==================== design 1
### Metal 4, design 1

(4 px per um) Supply wires on this layer in gray.
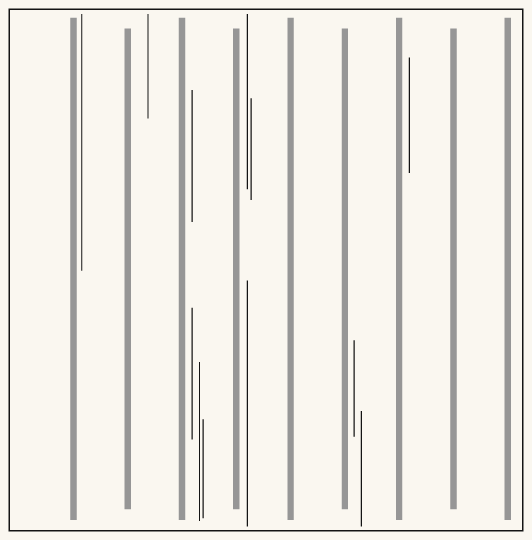
### Gate-type map, design 1

(4 px per um)
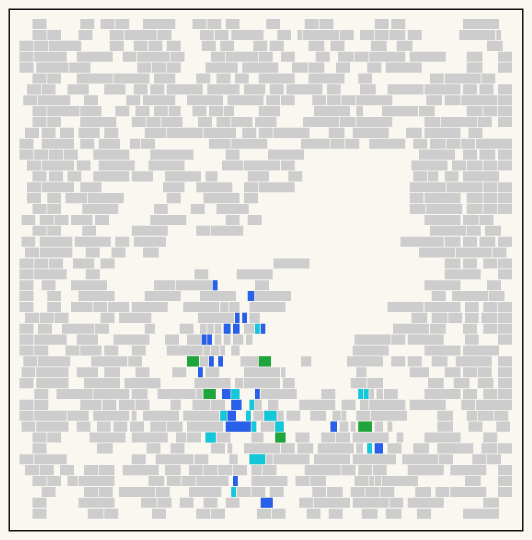
### src/rtl/ahb2apb_bridge_mp.sv
// AHB-Lite slave to multi-slot APB4 bridge. One transfer is in flight at a time. The address
// selects the APB slot. pslverr becomes a two-cycle AHB ERROR, and an over-long ACCESS is aborted.
module ahb2apb_bridge_mp #(
  parameter int ADDR_W      = 32,
  parameter int NUM_PSLV    = 4,
  parameter int SLOT_W      = 12,
  parameter int TIMEOUT_CYC = 256
) (
  input  logic                  bclk,
  input  logic                  bresetn,
  input  logic                  s_hsel,
  input  logic [1:0]            s_htrans,
  input  logic [ADDR_W-1:0]     s_haddr,
  input  logic                  s_hwrite,
  input  logic [2:0]            s_hsize,
  input  logic [3:0]            s_hprot,
  input  logic [31:0]           s_hwdata,
  input  logic                  s_hready,
  output logic                  s_hreadyout,
  output logic [31:0]           s_hrdata,
  output logic [1:0]            s_hresp,
  output logic [NUM_PSLV-1:0]   m_psel,
  output logic                  m_penable,
  output logic [ADDR_W-1:0]     m_paddr,
  output logic                  m_pwrite,
  output logic [31:0]           m_pwdata,
  output logic [2:0]            m_pprot,
  output logic [3:0]            m_pstrb,
  input  logic [32*NUM_PSLV-1:0] m_prdata,
  input  logic [NUM_PSLV-1:0]   m_pready,
  input  logic [NUM_PSLV-1:0]   m_pslverr,
  output logic [2:0]            dbg_state
);

  localparam int IDX_W = (NUM_PSLV > 1) ? $clog2(NUM_PSLV) : 1;
  localparam int CNT_W = (TIMEOUT_CYC > 0) ? $clog2(TIMEOUT_CYC + 1) : 1;

  typedef enum logic [2:0] {
    ST_IDLE   = 3'd0,
    ST_LATCH  = 3'd1,
    ST_SETUP  = 3'd2,
    ST_ACCESS = 3'd3,
    ST_DONE   = 3'd4,
    ST_ERR1   = 3'd5,
    ST_ERR2   = 3'd6
  } state_t;

  state_t              state, state_nx;
  logic [ADDR_W-1:0]   addr_q;
  logic                write_q;
  logic [IDX_W-1:0]    idx_q;
  logic [2:0]          pprot_q;
  logic [3:0]          pstrb_q;
  logic [31:0]         wdata_q;
  logic [31:0]         rdata_q;
  logic [CNT_W-1:0]    cnt;

  logic                phase_ok;
  logic                accept;
  logic [IDX_W-1:0]    hidx;
  logic                hbad;
  logic [3:0]          strb_nx;
  logic [NUM_PSLV-1:0] slot_oh;
  logic                sel_ready;
  logic                sel_err;
  logic [31:0]         sel_rdata;
  logic                timeout_hit;
  logic                unused_bits;

  // Handshakes: an AHB address phase is taken on a rising edge where s_hsel, s_htrans[1] and
  // s_hready are all high and the bridge is free (IDLE, DONE or ERR2). An APB access ends on
  // the first ACCESS edge where the selected slot drives pready high.
  assign phase_ok = (state == ST_IDLE) || (state == ST_DONE) || (state == ST_ERR2);
  assign accept   = phase_ok && s_hsel && s_hready && s_htrans[1];
  assign hidx     = s_haddr[SLOT_W+IDX_W-1:SLOT_W];
  assign hbad     = (32'(hidx) >= 32'(NUM_PSLV)) || (s_hsize > 3'd2);

  always_comb begin
    strb_nx = 4'h0;
    if (s_hwrite) begin
      case (s_hsize)
        3'd0:    strb_nx = 4'b0001 << s_haddr[1:0];
        3'd1:    strb_nx = 4'b0011 << {s_haddr[1], 1'b0};
        3'd2:    strb_nx = 4'hF;
        default: strb_nx = 4'h0;
      endcase
    end
  end

  // Slot muxing goes through a one-hot decode, so any NUM_PSLV works without out-of-range indexing.
  always_comb begin
    slot_oh   = '0;
    sel_rdata = '0;
    for (int k = 0; k < NUM_PSLV; k++) begin
      slot_oh[k] = (32'(idx_q) == k);
      sel_rdata  = sel_rdata | (m_prdata[32*k +: 32] & {32{slot_oh[k]}});
    end
  end

  assign sel_ready = |(m_pready & slot_oh);
  assign sel_err   = |(m_pslverr & slot_oh);

  if (TIMEOUT_CYC > 0) begin : g_timeout
    assign timeout_hit = (cnt == CNT_W'(TIMEOUT_CYC - 1));
  end else begin : g_no_timeout
    assign timeout_hit = 1'b0;
  end

  always_ff @(posedge bclk or negedge bresetn) begin
    if (!bresetn) begin
      state   <= ST_IDLE;
      addr_q  <= '0;
      write_q <= 1'b0;
      idx_q   <= '0;
      pprot_q <= 3'b000;
      pstrb_q <= 4'h0;
      wdata_q <= '0;
      rdata_q <= '0;
      cnt     <= '0;
    end else begin
      state <= state_nx;
      if (accept) begin
        addr_q  <= s_haddr;
        write_q <= s_hwrite;
        idx_q   <= hidx;
        pprot_q <= {~s_hprot[0], 1'b0, s_hprot[1]};
        pstrb_q <= strb_nx;
      end
      if (state == ST_LATCH && write_q) begin
        wdata_q <= s_hwdata;
      end
      // The counter holds the number of ACCESS cycles already spent without pready.
      if (state == ST_LATCH) begin
        cnt <= '0;
      end else if (state == ST_ACCESS && TIMEOUT_CYC > 0) begin
        cnt <= cnt + CNT_W'(1);
      end
      if (state == ST_ACCESS && sel_ready && !sel_err && !write_q) begin
        rdata_q <= sel_rdata;
      end
    end
  end

  always_comb begin
    state_nx = state;
    case (state)
      ST_IDLE, ST_DONE, ST_ERR2: begin
        if (accept) state_nx = hbad ? ST_ERR1 : ST_LATCH;
        else        state_nx = ST_IDLE;
      end
      ST_LATCH:  state_nx = ST_SETUP;
      ST_SETUP:  state_nx = ST_ACCESS;
      ST_ACCESS: begin
        if (sel_ready)        state_nx = sel_err ? ST_ERR1 : ST_DONE;
        else if (timeout_hit) state_nx = ST_ERR1;
      end
      ST_ERR1:   state_nx = ST_ERR2;
      default:   state_nx = ST_IDLE;
    endcase
  end

  always_comb begin
    s_hreadyout = 1'b1;
    s_hresp     = 2'b00;
    m_psel      = '0;
    m_penable   = 1'b0;
    case (state)
      ST_LATCH:  s_hreadyout = 1'b0;
      ST_SETUP: begin
        s_hreadyout = 1'b0;
        m_psel      = slot_oh;
      end
      ST_ACCESS: begin
        s_hreadyout = 1'b0;
        m_psel      = slot_oh;
        m_penable   = 1'b1;
      end
      ST_ERR1: begin
        s_hreadyout = 1'b0;
        s_hresp     = 2'b01;
      end
      ST_ERR2:   s_hresp = 2'b01;
      default: ;
    endcase
  end

  assign m_paddr   = addr_q;
  assign m_pwrite  = write_q;
  assign m_pwdata  = wdata_q;
  assign m_pprot   = pprot_q;
  assign m_pstrb   = pstrb_q;
  assign s_hrdata  = rdata_q;
  assign dbg_state = state;

  assign unused_bits = ^{s_hprot[3:2], cnt};

endmodule

### config.mk
export PLATFORM = sky130hd
export DESIGN_NAME = ahb2apb_bridge_mp
export DESIGN_NICKNAME = d
export VERILOG_FILES = /design/src/rtl/ahb2apb_bridge_mp.sv
export SDC_FILE = /design/constraint.sdc
export NUM_CORES = 1
export LEC_CHECK = 0
export ABC_CLOCK_PERIOD_IN_PS = 4000
export CAP_MARGIN = 30
export CORE_AREA = 2 2 126 128
export CTS_CLUSTER_SIZE = 16
export DETAILED_ROUTE_END_ITERATION = 12
export DIE_AREA = 0 0 128 130
export PLACE_DENSITY_LB_ADDON = 0.25
export SLEW_MARGIN = 10
export SYNTH_ARGS = -nofsm -noshare
export SYNTH_HDL_FRONTEND = slang
export SYNTH_SLANG_ARGS = --single-unit
### constraint.sdc
create_clock -name bclk -period 4 [get_ports bclk]
set_clock_uncertainty 0.1 [all_clocks]
set_input_delay 0.8 -clock bclk [delete_from_list [all_inputs] [get_ports bclk]]
set_output_delay 0.8 -clock bclk [all_outputs]
set_load 0.02 [all_outputs]
==> impl_metrics.xml <==
<?xml version="1.0" encoding="UTF-8"?>
<metrics>
  <group name="logic_synthesis">
    <metric name="synthesis.instances" unit="">353</metric>
    <metric name="synth_async_sr_flop_share" unit="">1.00</metric>
    <metric name="synth_cell_types" unit="">43</metric>
    <metric name="synth.logic.top_family" unit="">multiplexers</metric>
    <metric name="xor_area_frac" unit="">0</metric>
    <metric name="numSynthFlops" unit="">115</metric>
    <metric name="yosys.area_share.aoi" unit="">0.0362</metric>
  </group>
  <group name="setup_path">
    <metric name="worst-path-buf-inv" unit="">1</metric>
    <metric name="critPathLaunchType" unit="">flip-flop</metric>
    <metric name="critical_path.cell_chain" unit="">nor3b_1 &gt; clkdlybuf4s50_1</metric>
    <metric name="cp_max_fo" unit="">40</metric>
  </group>
  <group name="sta">
    <metric name="report.final.slew_viol_count" unit="">0</metric>
    <metric name="postLayoutSetupSlackWorst" unit="ns">0.855</metric>
  </group>
  <group name="status">
    <metric name="status" unit="">completed</metric>
  </group>
  <group name="cts">
    <metric name="postCtsHoldBufs" unit="">0</metric>
  </group>
  <group name="place">
    <metric name="placed_cell_area" unit="um^2">8890</metric>
  </group>
  <group name="die">
    <metric name="io_pins" unit="">329</metric>
    <metric name="chipArea" unit="um^2">16600</metric>
  </group>
  <group name="power">
    <metric name="total_leakage_power" unit="nW">3.92</metric>
    <metric name="max-vdd-ir-drop" unit="uV">304</metric>
    <metric name="relative_contribution_of_the_clock_network_to_total_power" unit="">0.212</metric>
  </group>
  <group name="layout">
    <metric name="nonClkBufAreaFrac" unit="">0.346</metric>
  </group>
  <group name="worst_hold_path">
    <metric name="worstHoldPathType" unit="">in2async</metric>
  </group>
</metrics>
Notes on 'Metal 4' of design 1 above:
share of all routed wire: 2.6%
main direction: vertical
longest straight run: 63.9 um
nets with wire on the layer: 9
total vias in the final route: 4333
final WL: 16.6 mm

Notes on 'Gate-type map' of design 1 above:
| family | color | cells | most used |
|---|---|---|---|
| non-inverting ao/oa cells | green | 5 | a22o_1 |
| nand cells | blue | 21 | nand2_1 |
| nor cells | cyan | 14 | nor2_1 |

==> how the worst max path moves through the flow <==
stage                 start           end  slack (ns)  cells after the start
6_report        m_paddr[13]     m_psel[2]        0.86                      2
5_1_grt         m_paddr[13]     m_psel[2]        0.73                      2
4_1_cts         m_paddr[13]     m_psel[2]        0.79                      2
3_5_place_dp   m_pslverr[3]  s_hrdata[13]        0.98                      5
3_3_place_gp   m_pslverr[3]  s_hrdata[17]        0.97                      5
2_1_floorplan   m_paddr[13]     m_psel[2]        1.51                      3
==> power by group through the flow <==
stage	clock [W]	combinational, W	sequential [W]
6_report	0.00154	0.00358	0.00215
5_1_grt	0.00164	0.00379	0.00223
3_3_place_gp	0	0.00357	0.00213
3_5_place_dp	0	0.00362	0.00216
4_1_cts	0.00158	0.00363	0.00215
2_1_floorplan	0	0.00143	0.00267
==> per-layer routing <==
layer  track usage  vias up  share of wire
li1              -     1981              -
met1         0.205     2106           0.35
met4        0.0834        0          0.026
met3        0.0738       28          0.082
met5             0        -              0
met2         0.370      218           0.54
==> state kept, by name (all words and copies together), names as in the netlist <==
signal and cells:
dbg_state 3, cnt 9, m_paddr 32, m_pprot 2, s_hrdata 32, m_pstrb 4
m_pwdata 32, m_pwrite 1

==================== design 2
==> src/rtl/tdm_transmit.sv <==
`timescale 1ns/1ps
// TDM serializer: one frame of SLOTS zero-padded samples per ws pulse, 1-bit delay after ws, MSB first.
// Latency: sd_out/sd_oe_out move on the 3rd clk_in edge after sck_in falls; status pulses 3 clk after the sck rise.
// Backpressure: one-entry pending buffer; ready_out low while full, audio_valid_in then is dropped with overflow_out.
module tdm_transmit #(
    parameter int SLOTS        = 2,
    parameter int SAMPLE_WIDTH = 24,
    parameter int SLOT_WIDTH   = 32
) (
    input  logic                           clk_in,
    input  logic                           rst_in,
    input  logic                           sck_in,
    input  logic                           ws_in,
    input  logic signed [SAMPLE_WIDTH-1:0] audio_in [SLOTS],
    input  logic                           audio_valid_in,
    output logic                           ready_out,
    output logic                           sd_out,
    output logic                           sd_oe_out,
    output logic                           frame_start_out,
    output logic                           underrun_out,
    output logic                           overflow_out
);

    localparam int SW = (SLOTS > 1) ? $clog2(SLOTS) : 1;
    localparam int BW = (SLOT_WIDTH > 1) ? $clog2(SLOT_WIDTH) : 1;

    typedef logic [SLOTS-1:0][SAMPLE_WIDTH-1:0] frame_t;
    typedef enum logic [1:0] {IDLE, ARMED, SHIFT} state_t;

    state_t          state, state_nxt;
    logic [2:0]      sck_sync;
    logic [1:0]      ws_sync;
    logic            sck_rise, sck_fall, frame_go;
    logic [BW-1:0]   bit_cnt, bit_nxt, adv_bit;
    logic [SW-1:0]   slot_cnt, slot_nxt, adv_slot;
    logic            last_pos;
    logic            sd_nxt, oe_nxt;
    frame_t          buf_q, frame_q;
    logic            buf_full;
    logic            accept;

    // Slot word is the sample left-justified with zero padding below it.
    function automatic logic tx_bit(input frame_t f, input logic [SW-1:0] s, input logic [BW-1:0] b);
        logic [SLOT_WIDTH-1:0] w;
        w = '0;
        w[SLOT_WIDTH-1 -: SAMPLE_WIDTH] = f[s];
        return w[BW'(SLOT_WIDTH-1) - b];
    endfunction

    always_ff @(posedge clk_in or negedge rst_in) begin
        if (!rst_in) begin
            sck_sync <= '0;
            ws_sync  <= '0;
        end else begin
            sck_sync <= {sck_sync[1:0], sck_in};
            ws_sync  <= {ws_sync[0], ws_in};
        end
    end

    assign sck_rise = sck_sync[1] & ~sck_sync[2];
    assign sck_fall = ~sck_sync[1] & sck_sync[2];
    assign frame_go = sck_rise & ws_sync[1];

    assign last_pos = (slot_cnt == SW'(SLOTS-1)) && (bit_cnt == BW'(SLOT_WIDTH-1));

    always_comb begin
        adv_bit  = bit_cnt + 1'b1;
        adv_slot = slot_cnt;
        if (bit_cnt == BW'(SLOT_WIDTH-1)) begin
            adv_bit  = '0;
            adv_slot = slot_cnt + 1'b1;
        end
    end

    always_comb begin
        state_nxt = state;
        bit_nxt   = bit_cnt;
        slot_nxt  = slot_cnt;
        sd_nxt    = sd_out;
        oe_nxt    = sd_oe_out;
        if (frame_go) begin
            // A frame sync always wins, even mid-frame; the line holds its bit until the next fall.
            state_nxt = ARMED;
            bit_nxt   = '0;
            slot_nxt  = '0;
        end else begin
            unique case (state)
                ARMED: begin
                    if (sck_fall) begin
                        state_nxt = SHIFT;
                        bit_nxt   = '0;
                        slot_nxt  = '0;
                        sd_nxt    = tx_bit(frame_q, '0, '0);
                        oe_nxt    = 1'b1;
                    end
                end
                SHIFT: begin
                    if (sck_fall) begin
                        if (last_pos) begin
                            state_nxt = IDLE;
                            sd_nxt    = 1'b0;
                            oe_nxt    = 1'b0;
                        end else begin
                            bit_nxt  = adv_bit;
                            slot_nxt = adv_slot;
                            sd_nxt   = tx_bit(frame_q, adv_slot, adv_bit);
                            oe_nxt   = 1'b1;
                        end
                    end
                end
                default: ;
            endcase
        end
    end

    always_ff @(posedge clk_in or negedge rst_in) begin
        if (!rst_in) begin
            state     <= IDLE;
            bit_cnt   <= '0;
            slot_cnt  <= '0;
            sd_out    <= 1'b0;
            sd_oe_out <= 1'b0;
        end else begin
            state     <= state_nxt;
            bit_cnt   <= bit_nxt;
            slot_cnt  <= slot_nxt;
            sd_out    <= sd_nxt;
            sd_oe_out <= oe_nxt;
        end
    end

    // A frame start frees the buffer on the same edge, so a coincident load is accepted, not dropped.
    assign accept    = audio_valid_in && (!buf_full || frame_go);
    assign ready_out = ~buf_full;

    always_ff @(posedge clk_in or negedge rst_in) begin
        if (!rst_in) begin
            buf_q           <= '0;
            buf_full        <= 1'b0;
            frame_q         <= '0;
            frame_start_out <= 1'b0;
            underrun_out    <= 1'b0;
            overflow_out    <= 1'b0;
        end else begin
            frame_start_out <= frame_go;
            underrun_out    <= frame_go && !buf_full;
            overflow_out    <= audio_valid_in && buf_full && !frame_go;
            if (frame_go && buf_full) begin
                frame_q <= buf_q;
            end
            if (accept) begin
                for (int i = 0; i < SLOTS; i++) begin
                    buf_q[i] <= audio_in[i];
                end
                buf_full <= 1'b1;
            end else if (frame_go) begin
                buf_full <= 1'b0;
            end
        end
    end

endmodule

==> config.mk <==
export PLATFORM = sky130hd
export DESIGN_NAME = tdm_transmit
export DESIGN_NICKNAME = d
export VERILOG_FILES = /design/src/rtl/tdm_transmit.sv
export SDC_FILE = /design/constraint.sdc
export NUM_CORES = 1
export LEC_CHECK = 0
export ABC_AREA = 1
export CELL_PAD_IN_SITES_DETAIL_PLACEMENT = 1
export CELL_PAD_IN_SITES_GLOBAL_PLACEMENT = 1
export CORE_MARGIN = 2
export CORE_UTILIZATION = 40
export CTS_CLUSTER_DIAMETER = 50
export DETAILED_ROUTE_END_ITERATION = 8
export PLACE_DENSITY = 0.82
export SLEW_MARGIN = 15
export SYNTH_ARGS = -nofsm -noshare
export SYNTH_HDL_FRONTEND = slang
export SYNTH_SLANG_ARGS = --single-unit
==> constraint.sdc <==
create_clock -name clk_in -period 3.8 [get_ports clk_in]
set_input_delay 0.76 -clock clk_in [delete_from_list [all_inputs] [get_ports clk_in]]
set_output_delay 0.76 -clock clk_in [all_outputs]
set_load 0.005 [all_outputs]
### Gate-type map, design 2

(4 px per um)
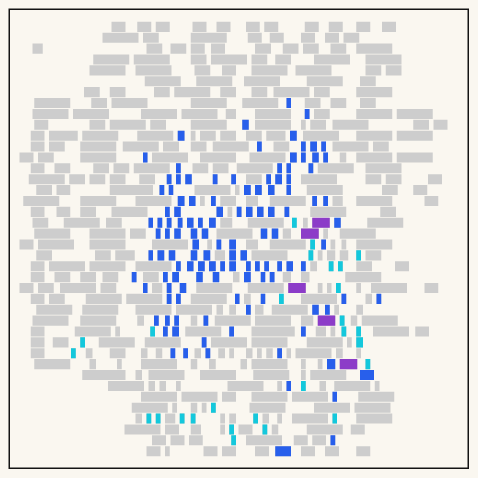
| family | color | cells | most used |
|---|---|---|---|
| fa/ha/maj cells | purple | 5 | ha_1 |
| nor cells | cyan | 27 | nor2_1 |
| nand cells | blue | 122 | nand2_1 |

==> impl_metrics.xml <==
<?xml version="1.0" encoding="UTF-8"?>
<metrics>
  <group name="status">
    <metric name="status" unit="">completed</metric>
  </group>
  <group name="worst_hold_path">
    <metric name="timing.hold.worst_path_depth" unit="">0</metric>
  </group>
  <group name="global_routing">
    <metric name="antenna_found_initial" unit="">0</metric>
    <metric name="grt_pass1_vias" unit="">3903</metric>
  </group>
  <group name="layout">
    <metric name="comb-cell-share" unit="">0.281</metric>
    <metric name="nFlopsAndLatches" unit="">115</metric>
    <metric name="flip_flop_and_latch_share_of_the_layout_cell_area" unit="">0.470</metric>
  </group>
  <group name="sta">
    <metric name="fin_worst_hold_slack" unit="ns">0.353</metric>
    <metric name="timing.slew.headroom" unit="">0.288</metric>
  </group>
  <group name="setup_path">
    <metric name="worst_r2r_startpoint" unit="">bit_cnt[0]</metric>
    <metric name="worst-path-buf-inv" unit="">1</metric>
    <metric name="timing.critical_path.slowest_cell_delay" unit="ns">0.64</metric>
    <metric name="crit_arrival" unit="ns">3.20</metric>
  </group>
  <group name="detailed_routing">
    <metric name="antenna_left" unit="">0</metric>
  </group>
  <group name="cts">
    <metric name="clock_insertion_delay_worst_skew" unit="ns">0.41</metric>
    <metric name="htree_levels" unit="">4</metric>
    <metric name="clock-root-buffer" unit="">sky130_fd_sc_hd__clkbuf_16</metric>
    <metric name="cts_tree" unit="">built</metric>
  </group>
  <group name="logic_synthesis">
    <metric name="ys_sh_simple" unit="">0.129</metric>
    <metric name="synth.logic.top_family" unit="">multiplexers</metric>
    <metric name="synth.largest_area_cell" unit="">sky130_fd_sc_hd__dfrtp_1</metric>
    <metric name="syn_area" unit="um^2">4870</metric>
  </group>
  <group name="job">
    <metric name="max_capacitance_violation_count" unit="">0</metric>
  </group>
  <group name="power">
    <metric name="max-vdd-ir-drop" unit="uV">311</metric>
  </group>
</metrics>
### Zoomed window, design 2

Window x 42 to 72, y 19 to 49 um. Cells in gray, sequential cells in the stronger gray; small squares are vias.
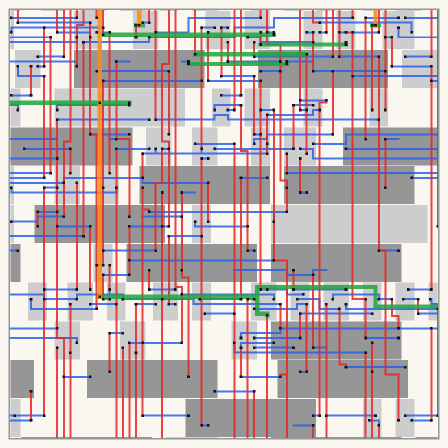
| layer | color |
|---|---|
| M3 | green |
| M1 | blue |
| M2 | red |
| M4 | orange |
cells with their middle in the window: 53
sequential cells in the window: 13
most frequent: nand2_1 (13), dfrtp_1 (13), o21ai_0 (8)
netlist names of flops here include: frame_q (8), buf_q (3), bit_cnt (2)

[through the flow]
| step | std cells | setup slack (ns) | util |
|---|---|---|---|
| global route | 653 | 0.712 | 0.512 |
| global placement | 623 | 1.18 | 0.462 |
| finish | 653 | 0.892 | 0.512 |
| floorplan | 433 | 1.64 | - |
| CTS | 653 | 0.950 | 0.512 |
| detailed placement | 623 | 1.05 | 0.462 |
[per-layer routing]
metal | vias to the layer above | global-route usage | part of all wire
met5 | - | 0 | 0
met2 | 79 | 0.366 | 0.55
li1 | 1562 | - | -
met4 | 0 | 0.0772 | 0.019
met3 | 20 | 0.0529 | 0.041
met1 | 1743 | 0.218 | 0.39
[registers in the layout, summed over array words and instances (netlist names)]
signal	count
ws_sync	2
underrun_out	1
sd_out	1
sck_sync	3
frame_start_out	1
overflow_out	1
sd_oe_out	1
buf_q	48
bit_cnt	5
slot_cnt	1
frame_q	48
state	2
buf_full	1
[where the power goes]
part | total, W | switching (W) | internal, W | leakage (nW)
Clock | 0.00160 | 0.000543 | 0.00106 | 0.281
Combinational | 0.000886 | 0.000457 | 0.000429 | 1.16
Sequential | 0.00179 | 0.000219 | 0.00157 | 1.37

==================== design 3
[src/rtl/switch_irq_pio_if.sv]
// Avalon-MM register bus between the HPS (initiator) and the switch port.
// The responder returns read data one cycle after the read strobe.
interface switch_irq_pio_if;
   logic [1:0]  avs_address;
   logic        avs_read;
   logic        avs_write;
   logic [31:0] avs_writedata;
   logic [31:0] avs_readdata;

   modport master (
      output avs_address,
      output avs_read,
      output avs_write,
      output avs_writedata,
      input  avs_readdata
   );

   modport slave (
      input  avs_address,
      input  avs_read,
      input  avs_write,
      input  avs_writedata,
      output avs_readdata
   );
endinterface

[src/rtl/switch_irq_pio.sv]
// Switch input port: synchronises and debounces the raw switch pins,
// captures configured edges per bit into a W1C register and drives a
// masked level interrupt. Register map (word addresses):
//   0 DATA (RO, debounced level)  1 MASK (RW)
//   2 EDGE (W1C, captured edges)  3 CFG  (RW, bit0 rising, bit1 falling)
module switch_irq_pio #(
   parameter int WIDTH           = 4,
   parameter int DEBOUNCE_CYCLES = 50000
) (
   input  logic                clk_clk,
   input  logic                reset_reset_n,
   input  logic [WIDTH-1:0]    switches_export,
   switch_irq_pio_if.slave     avs,
   output logic                irq
);

   localparam int CNT_W = $clog2(DEBOUNCE_CYCLES);
   localparam logic [CNT_W-1:0] CNT_MAX = CNT_W'(DEBOUNCE_CYCLES - 1);
   localparam logic [CNT_W-1:0] CNT_ONE = CNT_W'(1);
   localparam logic [CNT_W-1:0] CNT_ZERO = CNT_W'(0);

   logic [WIDTH-1:0] meta_r;
   logic [WIDTH-1:0] sync_r;
   logic [WIDTH-1:0] stable_r;
   logic [WIDTH-1:0] stable_d_r;
   logic [CNT_W-1:0] cnt_r [WIDTH];
   logic [WIDTH-1:0] edge_capture_r;
   logic [WIDTH-1:0] irq_mask_r;
   logic [1:0]       edge_cfg_r;

   logic [WIDTH-1:0] rise_s;
   logic [WIDTH-1:0] fall_s;
   logic [WIDTH-1:0] ev_s;
   logic [WIDTH-1:0] clr_s;
   logic [31:0]      rd_s;

   // Only the low WIDTH (or 2) bits of writedata carry meaning; the rest
   // are deliberately dropped.
   logic             unused_wdata_s;
   assign unused_wdata_s = ^avs.avs_writedata;

   // Two-flop synchroniser for the asynchronous switch pins.
   always_ff @(posedge clk_clk) begin
      if (!reset_reset_n) begin
         meta_r <= {WIDTH{1'b0}};
         sync_r <= {WIDTH{1'b0}};
      end else begin
         meta_r <= switches_export;
         sync_r <= meta_r;
      end
   end

   // Per-bit debounce: accept a new level only after it has differed from
   // the accepted level for DEBOUNCE_CYCLES consecutive samples.
   always_ff @(posedge clk_clk) begin
      if (!reset_reset_n) begin
         stable_r <= {WIDTH{1'b0}};
         for (int i = 0; i < WIDTH; i++) begin
            cnt_r[i] <= CNT_ZERO;
         end
      end else begin
         for (int i = 0; i < WIDTH; i++) begin
            if (sync_r[i] == stable_r[i]) begin
               cnt_r[i] <= CNT_ZERO;
            end else if (cnt_r[i] == CNT_MAX) begin
               stable_r[i] <= sync_r[i];
               cnt_r[i]    <= CNT_ZERO;
            end else begin
               cnt_r[i] <= cnt_r[i] + CNT_ONE;
            end
         end
      end
   end

   // One-cycle delayed copy of the debounced level for edge detection.
   always_ff @(posedge clk_clk) begin
      if (!reset_reset_n) begin
         stable_d_r <= {WIDTH{1'b0}};
      end else begin
         stable_d_r <= stable_r;
      end
   end

   // Edge events filtered by the configured edge polarity.
   always_comb begin
      rise_s = stable_r & ~stable_d_r;
      fall_s = ~stable_r & stable_d_r;
      ev_s   = (rise_s & {WIDTH{edge_cfg_r[0]}}) | (fall_s & {WIDTH{edge_cfg_r[1]}});
   end

   // W1C clear mask from a write to the EDGE register.
   always_comb begin
      clr_s = {WIDTH{1'b0}};
      if (avs.avs_write && (avs.avs_address == 2'd2)) begin
         clr_s = avs.avs_writedata[WIDTH-1:0];
      end else begin
         clr_s = {WIDTH{1'b0}};
      end
   end

   // Edge capture: a new event wins over a same-cycle clear so none is lost.
   always_ff @(posedge clk_clk) begin
      if (!reset_reset_n) begin
         edge_capture_r <= {WIDTH{1'b0}};
      end else begin
         edge_capture_r <= (edge_capture_r & ~clr_s) | ev_s;
      end
   end

   // Writable control registers: interrupt mask and edge polarity.
   always_ff @(posedge clk_clk) begin
      if (!reset_reset_n) begin
         irq_mask_r <= {WIDTH{1'b0}};
         edge_cfg_r <= 2'b01;
      end else if (avs.avs_write) begin
         case (avs.avs_address)
            2'd1:    irq_mask_r <= avs.avs_writedata[WIDTH-1:0];
            2'd3:    edge_cfg_r <= avs.avs_writedata[1:0];
            default: irq_mask_r <= irq_mask_r;
         endcase
      end
   end

   // Read multiplexer over the pre-write register state.
   always_comb begin
      rd_s = 32'h0000_0000;
      case (avs.avs_address)
         2'd0:    rd_s = 32'(stable_r);
         2'd1:    rd_s = 32'(irq_mask_r);
         2'd2:    rd_s = 32'(edge_capture_r);
         2'd3:    rd_s = {30'h0000_0000, edge_cfg_r};
         default: rd_s = 32'h0000_0000;
      endcase
   end

   // Registered read data, held until the next read.
   always_ff @(posedge clk_clk) begin
      if (!reset_reset_n) begin
         avs.avs_readdata <= 32'h0000_0000;
      end else if (avs.avs_read) begin
         avs.avs_readdata <= rd_s;
      end
   end

   // Registered level interrupt from masked captured edges.
   always_ff @(posedge clk_clk) begin
      if (!reset_reset_n) begin
         irq <= 1'b0;
      end else begin
         irq <= |(edge_capture_r & irq_mask_r);
      end
   end

endmodule

[src/flat_wrapper.sv]
// flat-port wrapper written by rule: the top's interface ports become plain ports
module switch_irq_pio_flat 
#(
   parameter int WIDTH           = 4,
   parameter int DEBOUNCE_CYCLES = 50000
)
  (clk_clk, reset_reset_n, switches_export, irq, avs_avs_address, avs_avs_read, avs_avs_write, avs_avs_writedata, avs_avs_readdata);
  switch_irq_pio_if avs_i ();
  input  logic clk_clk;
  input  logic reset_reset_n;
  input  logic [WIDTH-1:0] switches_export;
  output logic irq;
  input wire logic [$bits(avs_i.avs_address)-1:0] avs_avs_address;
  input wire logic [$bits(avs_i.avs_read)-1:0] avs_avs_read;
  input wire logic [$bits(avs_i.avs_write)-1:0] avs_avs_write;
  input wire logic [$bits(avs_i.avs_writedata)-1:0] avs_avs_writedata;
  output wire logic [$bits(avs_i.avs_readdata)-1:0] avs_avs_readdata;
  assign avs_i.avs_address = avs_avs_address;
  assign avs_i.avs_read = avs_avs_read;
  assign avs_i.avs_write = avs_avs_write;
  assign avs_i.avs_writedata = avs_avs_writedata;
  assign avs_avs_readdata = avs_i.avs_readdata;
  switch_irq_pio #(.WIDTH(WIDTH), .DEBOUNCE_CYCLES(DEBOUNCE_CYCLES)) u_core (.clk_clk(clk_clk), .reset_reset_n(reset_reset_n), .switches_export(switches_export), .avs(avs_i), .irq(irq));
endmodule
[config.mk]
export PLATFORM = sky130hd
export DESIGN_NAME = switch_irq_pio_flat
export DESIGN_NICKNAME = d
export VERILOG_FILES = /design/src/rtl/switch_irq_pio_if.sv /design/src/rtl/switch_irq_pio.sv /design/src/flat_wrapper.sv
export SDC_FILE = /design/constraint.sdc
export NUM_CORES = 1
export LEC_CHECK = 0
export ABC_AREA = 0
export CAP_MARGIN = 20
export CORE_MARGIN = 5
export CORE_UTILIZATION = 30
export CTS_CLUSTER_SIZE = 40
export DETAILED_ROUTE_END_ITERATION = 12
export GPL_TIMING_DRIVEN = 0
export PLACE_DENSITY_LB_ADDON = 0.2
export SLEW_MARGIN = 10
export SYNTH_ARGS = -nofsm -noshare
export SYNTH_HDL_FRONTEND = slang
export SYNTH_SLANG_ARGS = --single-unit
[constraint.sdc]
create_clock -name clk_clk -period 6 [get_ports clk_clk]
set_clock_uncertainty 0.05 [all_clocks]
set_input_delay 0.6 -clock clk_clk [delete_from_list [all_inputs] [get_ports clk_clk]]
set_output_delay 0.6 -clock clk_clk [all_outputs]
set_load 0.01 [all_outputs]
### Metal 4, design 3

(3 px per um) Supply wires on this layer in gray.
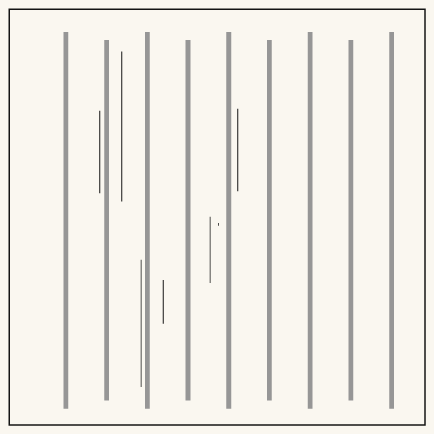
share of all routed wire: 1.9%
wire length on this layer: 183 um
total vias in the final route: 3453
final WL: 9.63 mm

### Gate-type map, design 3

(4 px per um)
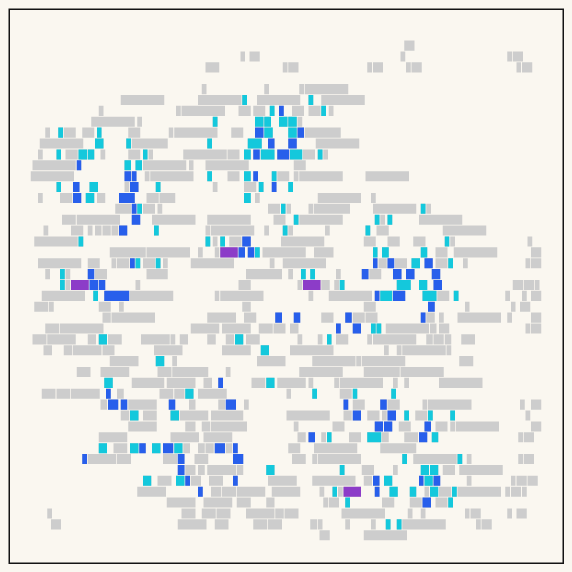
| family | color | cells | most used |
|---|---|---|---|
| nor cells | cyan | 113 | nor2_1 |
| nand cells | blue | 75 | nand3_1 |
| fa/ha/maj cells | purple | 4 | ha_1 |
number of standard cells in the final layout excluding fillers: 803
fraction of area in multi-input gates: 0.405
leading cell type in the layout, fill and taps excluded: sky130_fd_sc_hd__conb_1

### Congestion heat map, design 3

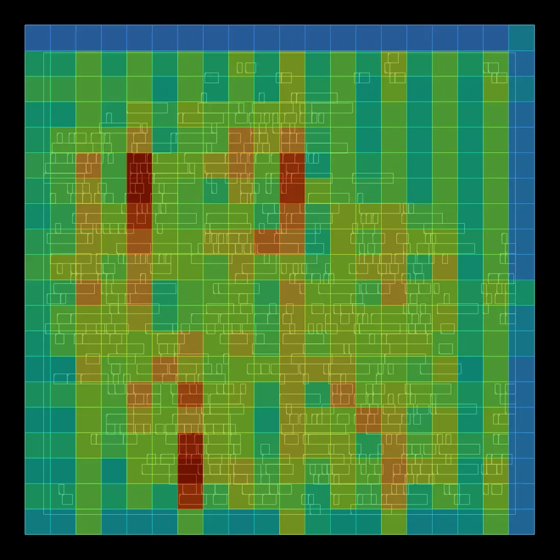
global-route usage over all layers: 0.104
met1 usage: 0.133
met2 Resource Use GR: 0.163
DR WL/cell: 12.0 um
global routing usage on met3: 0.0338

==> impl_metrics.xml <==
<?xml version="1.0" encoding="UTF-8"?>
<metrics>
  <group name="cts">
    <metric name="clock_path_buffers" unit="">2</metric>
    <metric name="cts_post_setup_buffers_inserted" unit="">0</metric>
    <metric name="htree_levels" unit="">3</metric>
  </group>
  <group name="global_routing">
    <metric name="overflow" unit="">0</metric>
  </group>
  <group name="setup_path">
    <metric name="setup.worst_path.end" unit="">u_core.cnt_r[2][6]</metric>
    <metric name="critPathLaunchType" unit="">primary input</metric>
    <metric name="cp_max_fo" unit="">10</metric>
  </group>
  <group name="power">
    <metric name="pg_clk" unit="W">0.000537</metric>
    <metric name="sequentialPowerShare" unit="">0.542</metric>
    <metric name="power_leader" unit="">registers</metric>
  </group>
  <group name="detailed_routing">
    <metric name="remaining_drc_errors" unit="">0</metric>
  </group>
  <group name="status">
    <metric name="status" unit="">completed</metric>
  </group>
  <group name="die">
    <metric name="chipArea" unit="um^2">19100</metric>
  </group>
  <group name="sta">
    <metric name="hold_violations" unit="">0</metric>
  </group>
</metrics>
## worst max-delay path: stages
cell and delay, ns:
sky130_fd_sc_hd__clkdlybuf4s50_1 0.58, sky130_fd_sc_hd__clkbuf_1 0.46, sky130_fd_sc_hd__nand3_1 0.34, sky130_fd_sc_hd__clkbuf_1 0.31
sky130_fd_sc_hd__nor2_1 0.17
## area by class of cell
class | instances | area, um^2 | area share
flip-flops and latches | 95 | 2540 | 0.427
multi-input cells | 410 | 2410 | 0.405
well taps | 216 | 270 | 0.0453
plain buffers | 39 | 264 | 0.0443
clock buffers | 12 | 246 | 0.0414
repair buffers | 16 | 160 | 0.0269
inverters | 11 | 41.3 | 0.00693
clock inverters | 4 | 22.5 | 0.00378
## layer usage
metal,part of all wire,track usage
met5,0.00073,0
met4,0.019,0.0416
met3,0.051,0.0338
met2,0.45,0.163
met1,0.48,0.133


==> gallery <==
Signal metal coverage by tile.
panel A
(3 px per um) 23 x 23 tiles, from white (low) to dark blue (high), scaled to the fullest tile. Values are wire area over tile area, all layers added.
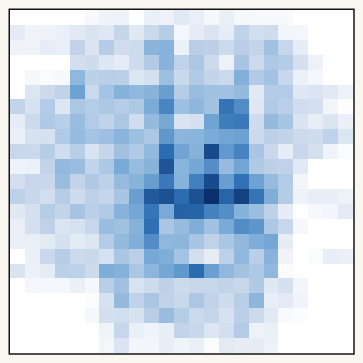
panel B
(3 px per um) 28 x 28 tiles, from white (low) to dark blue (high), scaled to the fullest tile. Values are wire area over tile area, all layers added.
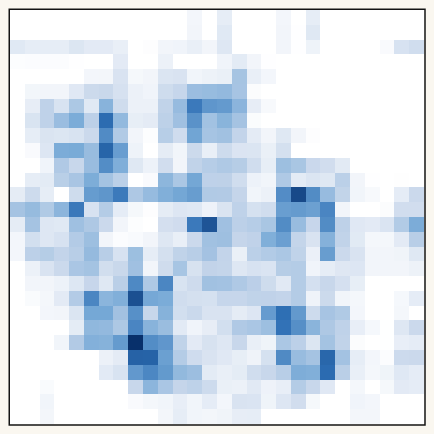
panel C
(3 px per um) 26 x 26 tiles, from white (low) to dark blue (high), scaled to the fullest tile. Values are wire area over tile area, all layers added.
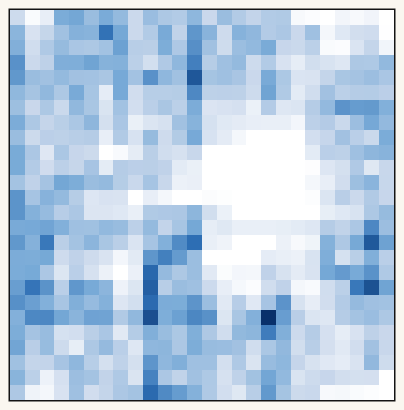
Design 2 is panel A.
Design 1 is panel C.
Design 3 is panel B.

Power figures rest on the tool's default switching activity, not on a simulated workload.
